==================== design 1
Design 1, signal wires on met1:
Supply wires on this layer in grey.
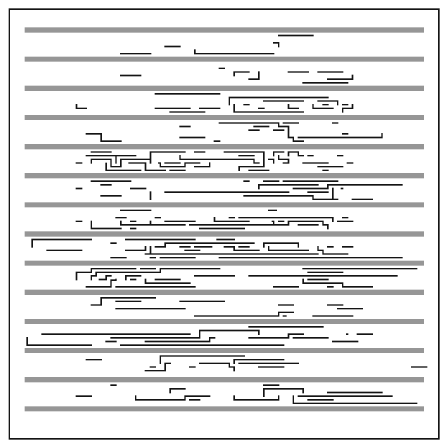

===== src/rtl/countdown_timer_nbit.sv =====
// ============================================================================
//  Module   : countdown_timer_nbit
//  Purpose  : Loadable down-counter with start/stop, tc pulse, done flag and
//             optional auto-reload for periodic ticks.
//  Revision : 1.0
// ============================================================================
`default_nettype none
`timescale 1ns/1ps

module countdown_timer_nbit #(
  parameter int CNT_WIDTH = 3
) (
  input  logic                 clk,
  input  logic                 reset_n,
  input  logic                 load,
  input  logic [CNT_WIDTH-1:0] load_value,
  input  logic                 start,
  input  logic                 stop,
  input  logic                 enable,
  input  logic                 auto_reload,
  output logic [CNT_WIDTH-1:0] counter,
  output logic                 tc,
  output logic                 busy,
  output logic                 done
);

  localparam logic [1:0] c_IDLE = 2'd0;
  localparam logic [1:0] c_RUN  = 2'd1;
  localparam logic [1:0] c_DONE = 2'd2;

  localparam logic [CNT_WIDTH-1:0] c_ZERO = '0;
  localparam logic [CNT_WIDTH-1:0] c_ONE  = {{(CNT_WIDTH-1){1'b0}}, 1'b1};

  logic [1:0]           state_q,   state_d;
  logic [CNT_WIDTH-1:0] counter_q, counter_d;
  logic [CNT_WIDTH-1:0] reload_q,  reload_d;
  logic                 tc_q,      tc_d;

  always_ff @(posedge clk or negedge reset_n) begin
    if (!reset_n) begin
      state_q   <= c_IDLE;
      counter_q <= c_ZERO;
      reload_q  <= c_ZERO;
      tc_q      <= 1'b0;
    end else begin
      state_q   <= state_d;
      counter_q <= counter_d;
      reload_q  <= reload_d;
      tc_q      <= tc_d;
    end
  end

  // Priority: load > stop > start > counting; tc is a single-cycle pulse.
  always_comb begin
    state_d   = state_q;
    counter_d = counter_q;
    reload_d  = reload_q;
    tc_d      = 1'b0;
    if (load) begin
      counter_d = load_value;
      reload_d  = load_value;
      state_d   = c_IDLE;
    end else if (stop) begin
      if (state_q == c_RUN) begin
        state_d = c_IDLE;
      end
    end else begin
      case (state_q)
        c_IDLE: begin
          if (start) begin
            if (counter_q != c_ZERO) begin
              state_d = c_RUN;
            end else begin
              state_d = c_DONE;
              tc_d    = 1'b1;
            end
          end
        end
        c_RUN: begin
          if (enable) begin
            if (counter_q > c_ONE) begin
              counter_d = counter_q - c_ONE;
            end else if (counter_q == c_ONE) begin
              tc_d = 1'b1;
              if (auto_reload) begin
                counter_d = reload_q;
              end else begin
                counter_d = c_ZERO;
                state_d   = c_DONE;
              end
            end
          end
        end
        c_DONE: begin
          if (start) begin
            if (reload_q != c_ZERO) begin
              counter_d = reload_q;
              state_d   = c_RUN;
            end else begin
              tc_d = 1'b1;
            end
          end
        end
        default: begin
          state_d = c_IDLE;
        end
      endcase
    end
  end

  always_comb begin
    counter = counter_q;
    tc      = tc_q;
    busy    = (state_q == c_RUN);
    done    = (state_q == c_DONE);
  end

endmodule

`default_nettype wire


===== config.mk =====
export PLATFORM = sky130hd
export DESIGN_NAME = countdown_timer_nbit
export DESIGN_NICKNAME = d
export VERILOG_FILES = /design/src/rtl/countdown_timer_nbit.sv
export SDC_FILE = /design/constraint.sdc
export NUM_CORES = 1
export LEC_CHECK = 0
export CAP_MARGIN = 40
export CORE_UTILIZATION = 41
export DETAILED_ROUTE_END_ITERATION = 6
export HOLD_SLACK_MARGIN = 0.15
export PLACE_DENSITY = 0.72
export SLEW_MARGIN = 0
export SYNTH_ARGS = -nofsm -noshare
export SYNTH_HDL_FRONTEND = slang
export SYNTH_SLANG_ARGS = --single-unit

===== constraint.sdc =====
create_clock -name clk -period 1.8 [get_ports clk]
set_input_delay 0.27 -clock clk [delete_from_list [all_inputs] [get_ports clk]]
set_output_delay 0.27 -clock clk [all_outputs]
set_load 0.05 [all_outputs]

==================== design 2
==> config.mk <==
export PLATFORM = sky130hd
export DESIGN_NAME = dwt97_quantizer
export DESIGN_NICKNAME = d
export VERILOG_FILES = /design/src/rtl/dwt97_pkg.sv /design/src/rtl/dwt97_tile_pos.sv /design/src/rtl/dwt97_quantizer.sv
export SDC_FILE = /design/constraint.sdc
export NUM_CORES = 1
export LEC_CHECK = 0
export ABC_AREA = 1
export ABC_CLOCK_PERIOD_IN_PS = 8300
export CAP_MARGIN = 5
export CORE_AREA = 10 10 195 197
export DETAILED_ROUTE_END_ITERATION = 6
export DIE_AREA = 0 0 205 207
export SYNTH_ARGS = -nofsm -noshare
export SYNTH_HDL_FRONTEND = slang
export SYNTH_SLANG_ARGS = --single-unit
==> constraint.sdc <==
create_clock -name clk -period 8.3 [get_ports clk]
set_input_delay 1.245 -clock clk [delete_from_list [all_inputs] [get_ports clk]]
set_output_delay 1.245 -clock clk [all_outputs]
set_load 0.01 [all_outputs]
==> src/rtl/dwt97_pkg.sv <==
// Shared definitions for the DWT 9/7 stage, its quantizer and their benches.
// Contents:
//   band_t          subband code {y[0],x[0]}: LL, HL, LH, HH
//   DWT_DATA_WIDTH  default coefficient width
//   DWT_POINT       default fractional bits of a coefficient
//   DWT_SIDE_SIZE   default tile side length
package dwt97_pkg;

  typedef enum logic [1:0] {
    LL = 2'b00,
    HL = 2'b01,
    LH = 2'b10,
    HH = 2'b11
  } band_t;

  localparam int unsigned DWT_DATA_WIDTH = 16;
  localparam int unsigned DWT_POINT      = 10;
  localparam int unsigned DWT_SIDE_SIZE  = 16;

endpackage

==> src/rtl/dwt97_tile_pos.sv <==
// Tile position tracker. Holds the x/y raster position of the next beat,
// gives its subband and whether it opens a tile, and checks the tile framing.
// Ports:
//   clk, rst   clock, synchronous active-high reset
//   step       an input beat is accepted this cycle
//   last       in_last of the accepted beat
//   band       subband {y[0],x[0]} of the current position
//   first      current position is x=0, y=0
//   err_last   sticky: in_last early or missing
module dwt97_tile_pos
  import dwt97_pkg::*;
#(
  parameter int unsigned SideSize = DWT_SIDE_SIZE
) (
  input  logic       clk,
  input  logic       rst,
  input  logic       step,
  input  logic       last,
  output logic [1:0] band,
  output logic       first,
  output logic       err_last
);

  localparam int unsigned CW = $clog2(SideSize);
  localparam logic [CW-1:0] PosMax = CW'(SideSize - 1);

  logic [CW-1:0] x;
  logic [CW-1:0] y;
  logic          at_end;

  assign at_end = (x == PosMax) && (y == PosMax);
  assign band   = {y[0], x[0]};
  assign first  = (x == '0) && (y == '0);

  always_ff @(posedge clk) begin
    if (rst) begin
      x        <= '0;
      y        <= '0;
      err_last <= 1'b0;
    end else if (step) begin
      if (last && !at_end) begin
        // Early end of tile: resynchronise so the next beat starts a tile.
        err_last <= 1'b1;
        x        <= '0;
        y        <= '0;
      end else begin
        if (!last && at_end) begin
          err_last <= 1'b1;
        end
        if (x == PosMax) begin
          x <= '0;
          y <= (y == PosMax) ? '0 : y + CW'(1);
        end else begin
          x <= x + CW'(1);
        end
      end
    end
  end

endmodule

==> src/rtl/dwt97_quantizer.sv <==
// Per-subband dead-zone scalar quantizer for 2D DWT 9/7 coefficients.
// Three-stage pipeline with a global stall: |coef| and step select, multiply
// by the reciprocal step, shift/saturate to a sign-magnitude index.
// Optional macro DWT97_QUANT_ROUND_EN: round half up before the shift
// instead of truncating.
// Ports:
//   clk, rst              clock, synchronous active-high reset
//   inv_step              reciprocal steps {HH,LH,HL,LL}, Q2.14 each
//   in_data/valid/last    coefficient stream, in_ready back-pressure
//   out_sign/mag/band     quantized index and its subband
//   out_last/valid        end-of-tile marker and valid, out_ready back-pressure
//   err_last              sticky tile-framing error
module dwt97_quantizer
  import dwt97_pkg::*;
#(
  parameter int unsigned DataWidth = DWT_DATA_WIDTH,
  parameter int unsigned Point     = DWT_POINT,
  parameter int unsigned SideSize  = DWT_SIDE_SIZE,
  parameter int unsigned InvWidth  = 16,
  parameter int unsigned InvFrac   = 14,
  parameter int unsigned MagWidth  = 6
) (
  input  logic                  clk,
  input  logic                  rst,
  input  logic [4*InvWidth-1:0] inv_step,
  input  logic [DataWidth-1:0]  in_data,
  input  logic                  in_valid,
  input  logic                  in_last,
  output logic                  in_ready,
  output logic                  out_sign,
  output logic [MagWidth-1:0]   out_mag,
  output logic [1:0]            out_band,
  output logic                  out_last,
  output logic                  out_valid,
  input  logic                  out_ready,
  output logic                  err_last
);

  localparam int unsigned ProdW  = DataWidth + InvWidth;
  localparam int unsigned Shift  = Point + InvFrac;
`ifdef DWT97_QUANT_ROUND_EN
  localparam int unsigned SumW   = ProdW + 1;
`else
  localparam int unsigned SumW   = ProdW;
`endif
  localparam int unsigned QW     = SumW - Shift;
  localparam int unsigned MagMax = (1 << MagWidth) - 1;

  logic advance;
  logic hs;

  assign advance  = !out_valid || out_ready;
  assign in_ready = advance;
  assign hs       = in_valid && advance;

  logic [1:0] pos_band;
  logic       pos_first;

  dwt97_tile_pos #(
    .SideSize(SideSize)
  ) u_pos (
    .clk     (clk),
    .rst     (rst),
    .step    (hs),
    .last    (in_last),
    .band    (pos_band),
    .first   (pos_first),
    .err_last(err_last)
  );

  // Step set latched at the first beat of a tile. That first beat must see
  // the incoming set already, so selection bypasses the latch on x=y=0.
  logic [4*InvWidth-1:0] inv_lat;
  logic [4*InvWidth-1:0] inv_set;
  logic [InvWidth-1:0]   inv_sel;
  logic [DataWidth-1:0]  mag_c;

  always_comb begin
    inv_set = pos_first ? inv_step : inv_lat;
    inv_sel = inv_set[InvWidth-1:0];
    case (band_t'(pos_band))
      LL:      inv_sel = inv_set[InvWidth-1:0];
      HL:      inv_sel = inv_set[2*InvWidth-1:InvWidth];
      LH:      inv_sel = inv_set[3*InvWidth-1:2*InvWidth];
      HH:      inv_sel = inv_set[4*InvWidth-1:3*InvWidth];
      default: inv_sel = inv_set[InvWidth-1:0];
    endcase
    // Unsigned view of the negation keeps the most negative value exact.
    mag_c = in_data[DataWidth-1] ? (~in_data) + DataWidth'(1) : in_data;
  end

  logic                 s1_valid, s1_sign, s1_last;
  logic [DataWidth-1:0] s1_mag;
  logic [InvWidth-1:0]  s1_inv;
  band_t                s1_band;

  logic                 s2_valid, s2_sign, s2_last;
  logic [ProdW-1:0]     s2_prod;
  band_t                s2_band;

  logic [ProdW-1:0]     prod_c;
  logic [SumW-1:0]      sum;
  logic [QW-1:0]        q;
  logic [MagWidth-1:0]  q_mag;
  logic                 q_sign;

  assign prod_c = ProdW'(s1_mag) * ProdW'(s1_inv);

  always_comb begin
    sum = SumW'(s2_prod);
`ifdef DWT97_QUANT_ROUND_EN
    sum = sum + (SumW'(1) << (Shift - 1));
`endif
    q      = QW'(sum >> Shift);
    q_mag  = (q > QW'(MagMax)) ? '1 : q[MagWidth-1:0];
    q_sign = s2_sign && (q_mag != '0);
  end

  always_ff @(posedge clk) begin
    if (rst) begin
      inv_lat   <= '0;
      s1_valid  <= 1'b0;
      s1_sign   <= 1'b0;
      s1_last   <= 1'b0;
      s1_mag    <= '0;
      s1_inv    <= '0;
      s1_band   <= LL;
      s2_valid  <= 1'b0;
      s2_sign   <= 1'b0;
      s2_last   <= 1'b0;
      s2_prod   <= '0;
      s2_band   <= LL;
      out_valid <= 1'b0;
      out_sign  <= 1'b0;
      out_mag   <= '0;
      out_band  <= '0;
      out_last  <= 1'b0;
    end else begin
      if (hs && pos_first) begin
        inv_lat <= inv_step;
      end
      if (advance) begin
        s1_valid  <= in_valid;
        s1_sign   <= in_data[DataWidth-1];
        s1_last   <= in_last;
        s1_mag    <= mag_c;
        s1_inv    <= inv_sel;
        s1_band   <= band_t'(pos_band);
        s2_valid  <= s1_valid;
        s2_sign   <= s1_sign;
        s2_last   <= s1_last;
        s2_prod   <= prod_c;
        s2_band   <= s1_band;
        out_valid <= s2_valid;
        out_sign  <= q_sign;
        out_mag   <= q_mag;
        out_band  <= s2_band;
        out_last  <= s2_last;
      end
    end
  end

endmodule

==================== design 3
## config.mk

```make
export PLATFORM = sky130hd
export DESIGN_NAME = cache_port_arbiter_flat
export DESIGN_NICKNAME = d
export VERILOG_FILES = /design/src/rtl/cache_port_arbiter_if.sv /design/src/rtl/cache_port_arbiter.sv /design/src/flat_wrapper.sv
export SDC_FILE = /design/constraint.sdc
export NUM_CORES = 1
export LEC_CHECK = 0
export CAP_MARGIN = 20
export CORE_UTILIZATION = 25
export CTS_CLUSTER_DIAMETER = 120
export DETAILED_ROUTE_END_ITERATION = 6
export GPL_TIMING_DRIVEN = 1
export PLACE_DENSITY = 0.59
export SLEW_MARGIN = 5
export SYNTH_ARGS = -nofsm -noshare
export SYNTH_HDL_FRONTEND = slang
export SYNTH_SLANG_ARGS = --single-unit
```

## constraint.sdc

```tcl
create_clock -name clk -period 2.91 [get_ports clk]
set_input_delay 0.582 -clock clk [delete_from_list [all_inputs] [get_ports clk]]
set_output_delay 0.582 -clock clk [all_outputs]
set_load 0.01 [all_outputs]
```

## src/rtl/cache_port_arbiter_if.sv

```systemverilog
// Requester and cache-side signals of the two-port cache arbiter.
// The master modport is the arbiter's view; slave is the environment's view.
interface cache_port_arbiter_if;
  logic        req0, req1;
  logic [15:0] addr0, addr1;
  logic [15:0] wdata0, wdata1;
  logic        write0, write1;
  logic        ack0, ack1;
  logic [15:0] rdata;
  logic        err;
  logic        c_req;
  logic [15:0] c_addr;
  logic [15:0] c_wdata;
  logic        c_write;
  logic        c_done;
  logic [15:0] c_rdata;
  logic        busy;

  modport master (
    input  req0, req1, addr0, addr1, wdata0, wdata1, write0, write1, c_done, c_rdata,
    output ack0, ack1, rdata, err, c_req, c_addr, c_wdata, c_write, busy
  );

  modport slave (
    output req0, req1, addr0, addr1, wdata0, wdata1, write0, write1, c_done, c_rdata,
    input  ack0, ack1, rdata, err, c_req, c_addr, c_wdata, c_write, busy
  );
endinterface

```

## src/rtl/cache_port_arbiter.sv

```systemverilog
// Round-robin arbiter sharing a single-port word cache between fetch (port 0)
// and load/store (port 1); one access in flight, with timeout and misalignment errors.
module cache_port_arbiter #(
  parameter int unsigned TIMEOUT = 255
) (
  input logic                   clk,
  input logic                   reset,
  cache_port_arbiter_if.master  bus
);

  typedef enum logic [1:0] {IDLE, ISSUE, WAIT, RESP} state_t;

  localparam logic [7:0] TIMEOUT_CNT = 8'(TIMEOUT);

  state_t      state, state_d;
  logic        last_grant, last_grant_d;
  logic        gnt, gnt_d;
  logic [15:0] cur_addr, cur_addr_d;
  logic [15:0] cur_wdata, cur_wdata_d;
  logic        cur_write, cur_write_d;
  logic [15:0] rdata_r, rdata_r_d;
  logic        err_r, err_r_d;
  logic [7:0]  cnt, cnt_d;
  logic        win;
  logic [15:0] win_addr;

  // On a tie the port that did not win last time is served.
  always_comb begin
    win      = (bus.req0 && bus.req1) ? ~last_grant : bus.req1;
    win_addr = win ? bus.addr1 : bus.addr0;
  end

  always_ff @(posedge clk) begin
    if (reset) begin
      state      <= IDLE;
      last_grant <= 1'b1;
      gnt        <= 1'b0;
      cur_addr   <= '0;
      cur_wdata  <= '0;
      cur_write  <= 1'b0;
      rdata_r    <= '0;
      err_r      <= 1'b0;
      cnt        <= '0;
    end else begin
      state      <= state_d;
      last_grant <= last_grant_d;
      gnt        <= gnt_d;
      cur_addr   <= cur_addr_d;
      cur_wdata  <= cur_wdata_d;
      cur_write  <= cur_write_d;
      rdata_r    <= rdata_r_d;
      err_r      <= err_r_d;
      cnt        <= cnt_d;
    end
  end

  always_comb begin
    state_d      = state;
    last_grant_d = last_grant;
    gnt_d        = gnt;
    cur_addr_d   = cur_addr;
    cur_wdata_d  = cur_wdata;
    cur_write_d  = cur_write;
    rdata_r_d    = rdata_r;
    err_r_d      = err_r;
    cnt_d        = cnt;

    unique case (state)
      IDLE: begin
        if (bus.req0 || bus.req1) begin
          gnt_d        = win;
          last_grant_d = win;
          cur_addr_d   = win_addr;
          cur_wdata_d  = win ? bus.wdata1 : bus.wdata0;
          cur_write_d  = win ? bus.write1 : bus.write0;
          if (win_addr[0]) begin
            err_r_d   = 1'b1;
            rdata_r_d = '0;
            state_d   = RESP;
          end else begin
            state_d   = ISSUE;
          end
        end
      end
      ISSUE: begin
        cnt_d   = '0;
        state_d = WAIT;
      end
      WAIT: begin
        // c_done takes priority over a timeout expiring in the same cycle.
        if (bus.c_done) begin
          rdata_r_d = cur_write ? '0 : bus.c_rdata;
          err_r_d   = 1'b0;
          state_d   = RESP;
        end else if (cnt == TIMEOUT_CNT) begin
          rdata_r_d = '0;
          err_r_d   = 1'b1;
          state_d   = RESP;
        end else begin
          cnt_d = cnt + 8'd1;
        end
      end
      RESP: state_d = IDLE;
      default: state_d = IDLE;
    endcase
  end

  always_comb begin
    bus.c_req   = (state == ISSUE);
    bus.c_addr  = '0;
    bus.c_wdata = '0;
    bus.c_write = 1'b0;
    if (state == ISSUE || state == WAIT) begin
      bus.c_addr  = cur_addr;
      bus.c_wdata = cur_wdata;
      bus.c_write = cur_write;
    end
    bus.ack0  = (state == RESP) && !gnt;
    bus.ack1  = (state == RESP) && gnt;
    bus.rdata = (state == RESP) ? rdata_r : '0;
    bus.err   = (state == RESP) ? err_r : 1'b0;
    bus.busy  = (state != IDLE);
  end

endmodule

```

## src/flat_wrapper.sv

```systemverilog
// flat-port wrapper written by rule: the top's interface ports become plain ports
module cache_port_arbiter_flat 
#(
  parameter int unsigned TIMEOUT = 255
)
  (clk, reset, bus_req0, bus_req1, bus_addr0, bus_addr1, bus_wdata0, bus_wdata1, bus_write0, bus_write1, bus_c_done, bus_c_rdata, bus_ack0, bus_ack1, bus_rdata, bus_err, bus_c_req, bus_c_addr, bus_c_wdata, bus_c_write, bus_busy);
  cache_port_arbiter_if bus_i ();
  input logic clk;
  input logic reset;
  input wire logic [$bits(bus_i.req0)-1:0] bus_req0;
  input wire logic [$bits(bus_i.req1)-1:0] bus_req1;
  input wire logic [$bits(bus_i.addr0)-1:0] bus_addr0;
  input wire logic [$bits(bus_i.addr1)-1:0] bus_addr1;
  input wire logic [$bits(bus_i.wdata0)-1:0] bus_wdata0;
  input wire logic [$bits(bus_i.wdata1)-1:0] bus_wdata1;
  input wire logic [$bits(bus_i.write0)-1:0] bus_write0;
  input wire logic [$bits(bus_i.write1)-1:0] bus_write1;
  input wire logic [$bits(bus_i.c_done)-1:0] bus_c_done;
  input wire logic [$bits(bus_i.c_rdata)-1:0] bus_c_rdata;
  output wire logic [$bits(bus_i.ack0)-1:0] bus_ack0;
  output wire logic [$bits(bus_i.ack1)-1:0] bus_ack1;
  output wire logic [$bits(bus_i.rdata)-1:0] bus_rdata;
  output wire logic [$bits(bus_i.err)-1:0] bus_err;
  output wire logic [$bits(bus_i.c_req)-1:0] bus_c_req;
  output wire logic [$bits(bus_i.c_addr)-1:0] bus_c_addr;
  output wire logic [$bits(bus_i.c_wdata)-1:0] bus_c_wdata;
  output wire logic [$bits(bus_i.c_write)-1:0] bus_c_write;
  output wire logic [$bits(bus_i.busy)-1:0] bus_busy;
  assign bus_i.req0 = bus_req0;
  assign bus_i.req1 = bus_req1;
  assign bus_i.addr0 = bus_addr0;
  assign bus_i.addr1 = bus_addr1;
  assign bus_i.wdata0 = bus_wdata0;
  assign bus_i.wdata1 = bus_wdata1;
  assign bus_i.write0 = bus_write0;
  assign bus_i.write1 = bus_write1;
  assign bus_i.c_done = bus_c_done;
  assign bus_i.c_rdata = bus_c_rdata;
  assign bus_ack0 = bus_i.ack0;
  assign bus_ack1 = bus_i.ack1;
  assign bus_rdata = bus_i.rdata;
  assign bus_err = bus_i.err;
  assign bus_c_req = bus_i.c_req;
  assign bus_c_addr = bus_i.c_addr;
  assign bus_c_wdata = bus_i.c_wdata;
  assign bus_c_write = bus_i.c_write;
  assign bus_busy = bus_i.busy;
  cache_port_arbiter #(.TIMEOUT(TIMEOUT)) u_core (.clk(clk), .reset(reset), .bus(bus_i));
endmodule
```

Design 1, gate families picked out:
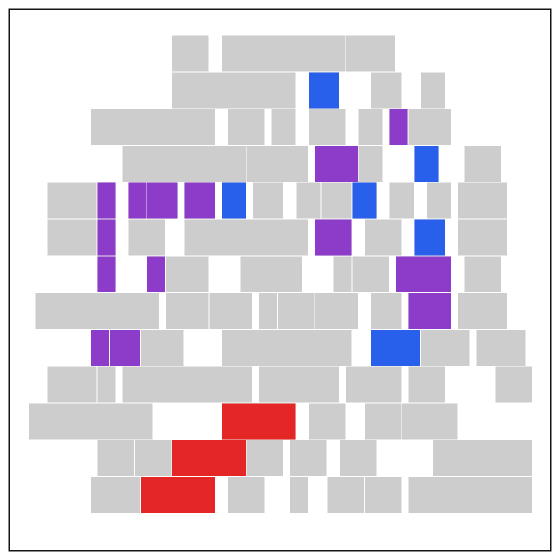
[nor cells] blue | cells: 6
[mux cells] red | cells: 3
[nand cells] purple | cells: 14
Final Instance Count excl. Fillers: 106
fraction of standard cell area in multi-input logic: 0.4122
highest-count logic cell in the final layout: sky130_fd_sc_hd__buf_4

About 'signal wires on met1' of design 1:
longest straight run: 17.0 µm
share of all routed wire: 46%

==> ds_physical_params.txt, design 1 <==
Table: implementation figures

Parameter                              Value

Status
  Outcome .................. complete, but fails checks
  Failing checks .................. setup timing

Yosys
  Count of distinct cell types in the synthesized netlist .................. 27
  Number of enable flip-flop cells .................. 0
  Synth async-reset ratio .................. 1.000
  Yosys Instances .................. 61
  Top non-seq family .................. simple AND/OR/NAND/NOR gates

Critical path
  Worst path required time .................. approximately 1900 ps
  Worst reg2reg path startpoint .................. counter[1]
  Startpoint of the worst setup timing path .................. counter[1]
  Arrival time of data at the critical path endpoint .................. approximately 2100 ps
  Critical-path cell with the highest stage delay .................. sky130_fd_sc_hd__or4_4
  Worst flop-to-flop path endpoint .................. counter[2]

STA
  Max Fclk .................. 524.7 MHz
  Final worst setup slack .................. -105.9 ps
  Count of final setup violators .................. 3

Detailed routing
  Met2 Wirelength .................. 689 µm
  Wire length per cell after detailed routing .................. between 10 and 15 µm
  Highest signal layer in the routed design .................. met4

Pwr
  Flip-flop and latch power .................. between 200 and 300 µW
  Part of the power in registers .................. 0.249

Finish
  Final layout net count .................. 105
  Tally of filler cells in the layout .................. 117

Die
  Site row count .................. 13
  Horizontal die size .................. 39.95 µm
[design 1: worst min-delay path by stage]
stage | from | to | slack [ps] | cells past startpoint
floorplan | reset_n | counter[0] | -30 | 0
global placement | reload_q[1] | reload_q[1] | 520 | 2
detailed placement | reload_q[1] | reload_q[1] | 520 | 2
CTS | reset_n | counter[2] | 310 | 1
global route | reset_n | counter[2] | 330 | 1
finish | reset_n | counter[2] | 300 | 1
[design 1: through the flow]
| stage | utilization | setup slack [ps] | total power, mW | area (µm²) | hold WS, ps |
|---|---|---|---|---|---|
| CTS | 0.6619 | -114.5 | 1.128 | 872.1 | 309.8 |
| finish | 0.6866 | -105.9 | 1.203 | 904.6 | 296.7 |
| floorplan | - | -260.1 | 0.6973 | 595.6 | -25.59 |
| detailed placement | 0.6363 | -109.8 | 0.9532 | 838.3 | 519.3 |
| global route | 0.6866 | -142.4 | 1.271 | 904.6 | 329.7 |
| global placement | 0.6363 | -75.59 | 0.9424 | 838.3 | 517.1 |
[design 1: registers in the layout, indices dropped and copies added (netlist names)]
signal	cells
counter	3
state_q	2
reload_q	3
tc	1
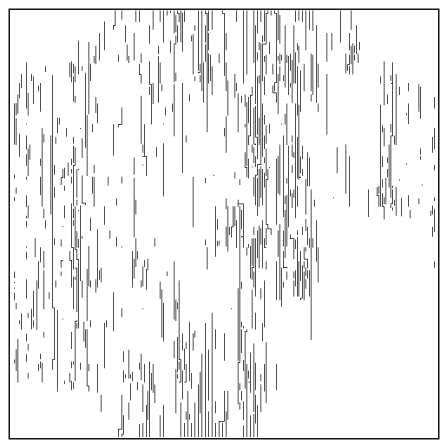
Design 3: M2 wires
share of all routed wire: 47%
wire length on this layer: 3910 µm
main direction: vertical
nets with wire on the layer: 464
Total Wirelength: 8.378 mm
vias after detailed routing: 2834

==> ds_physical_params.txt, design 3 <==
Table: implementation figures

Parameter                              Value

Yosys
  Largest area contributor in the synthesized netlist .................. sky130_fd_sc_hd__dfxtp_1
  Top cell type's share of synthesized area .................. 0.3998
  Number of nets at floorplan .................. 423
  Total cell area reported by yosys after synthesis .................. 3104 µm²
  Yosys Instances .................. roughly 330
  Synth top cell by count .................. sky130_fd_sc_hd__dfxtp_1
  Synth cell count leaders .................. 62 x sky130_fd_sc_hd__dfxtp_1, 53 x sky130_fd_sc_hd__and2_1, 38 x sky130_fd_sc_hd__nor2_1
  Area share of and-or/or-and cells after synthesis .................. 0.1963
  Post-synthesis xor/xnor area fraction .................. 0.002821

Critical path
  Critical path fanouts, max .................. 32
  Arrival time of data at the critical path endpoint .................. around 2100 ps
  Worst Reg2Reg Path Length in Cells .................. 6

Finish
  Number of flip-flops and latches .................. 62
  Growth of design area from synthesis to finish .................. 58.93%

Status
  Outcome .................. finished clean

Detailed routing
  Detailed-route vias per instance .................. around 4.4
  Number of DRC violations after detailed routing .................. 0
  DRT Pass-1 Iters .................. 4

GRT
  Number of antenna violations at the first check in global routing .................. 0
  Remaining global-route overflow .................. 0

STA
  Number of failing hold endpoints at the final stage .................. 0
  Transition time of the tightest slew-check pin .................. 893.7 ps

Die
  Site row count .................. roughly 40
  Std-Cell Core Area .................. 12060 µm²

Placed design
  RePlAce Congestion .................. 0.7689

Min path
  Startpoint of the tightest hold check path .................. u_core.rdata_r[6]

Clocking
  Resized cells post-CTS .................. 0
## design 3: worst max path at each step
stage,end,slack (ps)
finish,bus_c_addr[7],200
global route,bus_c_wdata[3],50
CTS,bus_c_addr[7],150
detailed placement,u_core.rdata_r[14],200
global placement,u_core.rdata_r[7],330
floorplan,u_core.rdata_r[10],1080
## design 3: metal layers
metal | track usage | wire length (µm) | vias up
li1 | - | - | 1448
met1 | 0.1546 | 3714 | 1279
met2 | 0.2286 | 3910 | 96
met3 | 0.04835 | 640 | 11
met4 | 0.04386 | 113 | 0
met5 | 0 | 0 | -
## design 3: cells by family after synthesis
| logic type | Yosys count |
|---|---|
| multiplexers | 35 |
| AND-OR/OR-AND | 74 |
| flip-flops | 62 |
| XOR/XNOR | 1 |
| adder cells (fa/ha/maj) | 5 |
| AND/OR/NAND/NOR | 125 |
| buffers and inverters | 29 |
## design 3: worst max-delay path, stage by stage, from the launching register on
cell	delay [ps]
sky130_fd_sc_hd__dfxtp_1	390
sky130_fd_sc_hd__inv_1	80
sky130_fd_sc_hd__ha_1	310
sky130_fd_sc_hd__buf_4	290
sky130_fd_sc_hd__and2_1	170
sky130_fd_sc_hd__clkdlybuf4s50_1	550
Design 2, signal wires on met3:
Bar = 50 µm. Cells faint in the background.
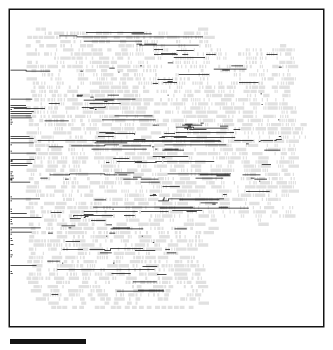
wire length on this layer: 2670 µm
nets with wire on the layer: 147
longest straight run: 120 µm
share of all routed wire: 6.3%
met3 Track Usage GR: 0.03901
vias after detailed routing: 12992
Total Wirelength: 42.47 mm

Design 2, M2 wires:
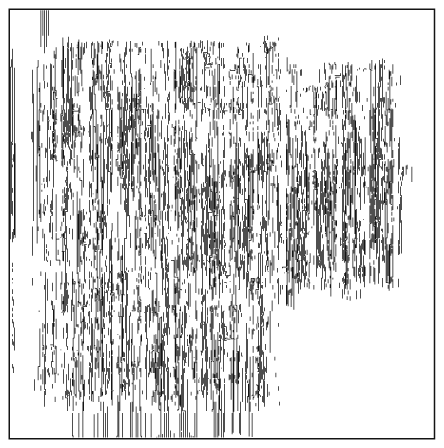
wire length on this layer: 20.6 mm
main direction: vertical
nets with wire on the layer: 2012
share of all routed wire: 48%
met2 track demand over resource in global routing: 0.3472

==> ds_physical_params.txt, design 2 <==
Table: implementation figures

Parameter                              Value

Status
  Outcome .................. finished clean

GRT
  Number of antenna violations at the first check in global routing .................. 0
  Met1 global-route usage .................. 0.2649

STA
  Transition time of the tightest slew-check pin .................. 1059 ps

Pwr
  Power Internal .................. 1.668 mW
  Proportion of power drawn by the clock network .................. 0.274
  Maximum ir drop on the vdd rail .................. 0.0001376 V

Clocking
  Clock tree from TritonCTS .................. built
  Maximum number of buffers from clock root to sink .................. 2
  Clock Root Buffer .................. sky130_fd_sc_hd__clkbuf_16
  Resized cells post-CTS .................. 0

Die
  Floorplan core density .................. 0.4432
  Horizontal die size .................. 205 µm

Yosys
  Top cells by area, synth .................. sky130_fd_sc_hd__fa_1 26%, sky130_fd_sc_hd__dfxtp_1 18%, sky130_fd_sc_hd__inv_1 13%, sky130_fd_sc_hd__nand2_1 10%, sky130_fd_sc_hd__ha_1 8.9%
  Post-synthesis xor/xnor area fraction .................. 0.005213

Min path
  Class of the most critical hold timing path .................. reg2reg

Finish
  Most frequent cells in the layout .................. 504 x sky130_fd_sc_hd__inv_1, 415 x sky130_fd_sc_hd__nand2_1, 193 x sky130_fd_sc_hd__fa_1, 147 x sky130_fd_sc_hd__o21ai_0, 137 x sky130_fd_sc_hd__nor2_1
  Comb_multi_in .................. 1318
  Final-layout clock buffer total .................. 19
==> design 2: cells in the mapped netlist (all sizes together) (4+ instances only) <==
| library cell | count |
|---|---|
| inv | 510 |
| nand2 | 416 |
| fa | 193 |
| o21ai | 159 |
| nor2 | 145 |
| dfxtp | 134 |
| a21oi | 127 |
| ha | 107 |
| clkbuf | 91 |
| a211oi | 40 |
| nand3 | 40 |
| nor3 | 32 |
| buf | 25 |
| nor4 | 10 |
| a31oi | 7 |
| o21bai | 7 |
| o211ai | 6 |
| nand4 | 5 |
| xnor2 | 5 |
| o221ai | 4 |
| or2 | 4 |
| xor2 | 4 |
==> design 2: flip-flops by register name (all words and copies together) (netlist names), 4 cells and up <==
name	count
inv_lat	64
s1_inv	16
s1_mag	16
s2_prod	8
out_mag	6
u_pos.x	4
u_pos.y	4
==> design 2: power groups by stage <==
stage | logic [mW] | clock network [mW] | registers, mW
after floorplan | 0.987 | 0 | 0.743
after global placement | 1.24 | 0 | 0.859
after detailed placement | 1.26 | 0 | 0.861
after CTS | 1.27 | 0.808 | 0.848
after global routing | 1.48 | 0.833 | 0.861
final | 1.25 | 0.794 | 0.852


==> gallery <==
Clock wiring as the flow saved it.
image #1
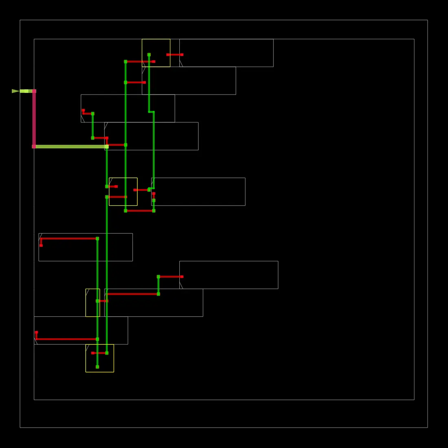
image #2
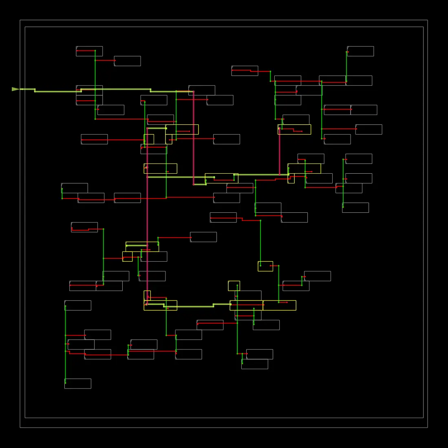
image #3
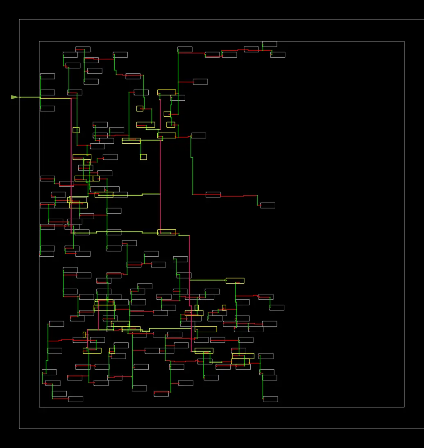
The one with the most sequential cells is image #3.
Image #3 is design 2.
Image #1 is design 1.
Image #2 is design 3.

No activity file was given, so power comes from the tool's default toggle rates.
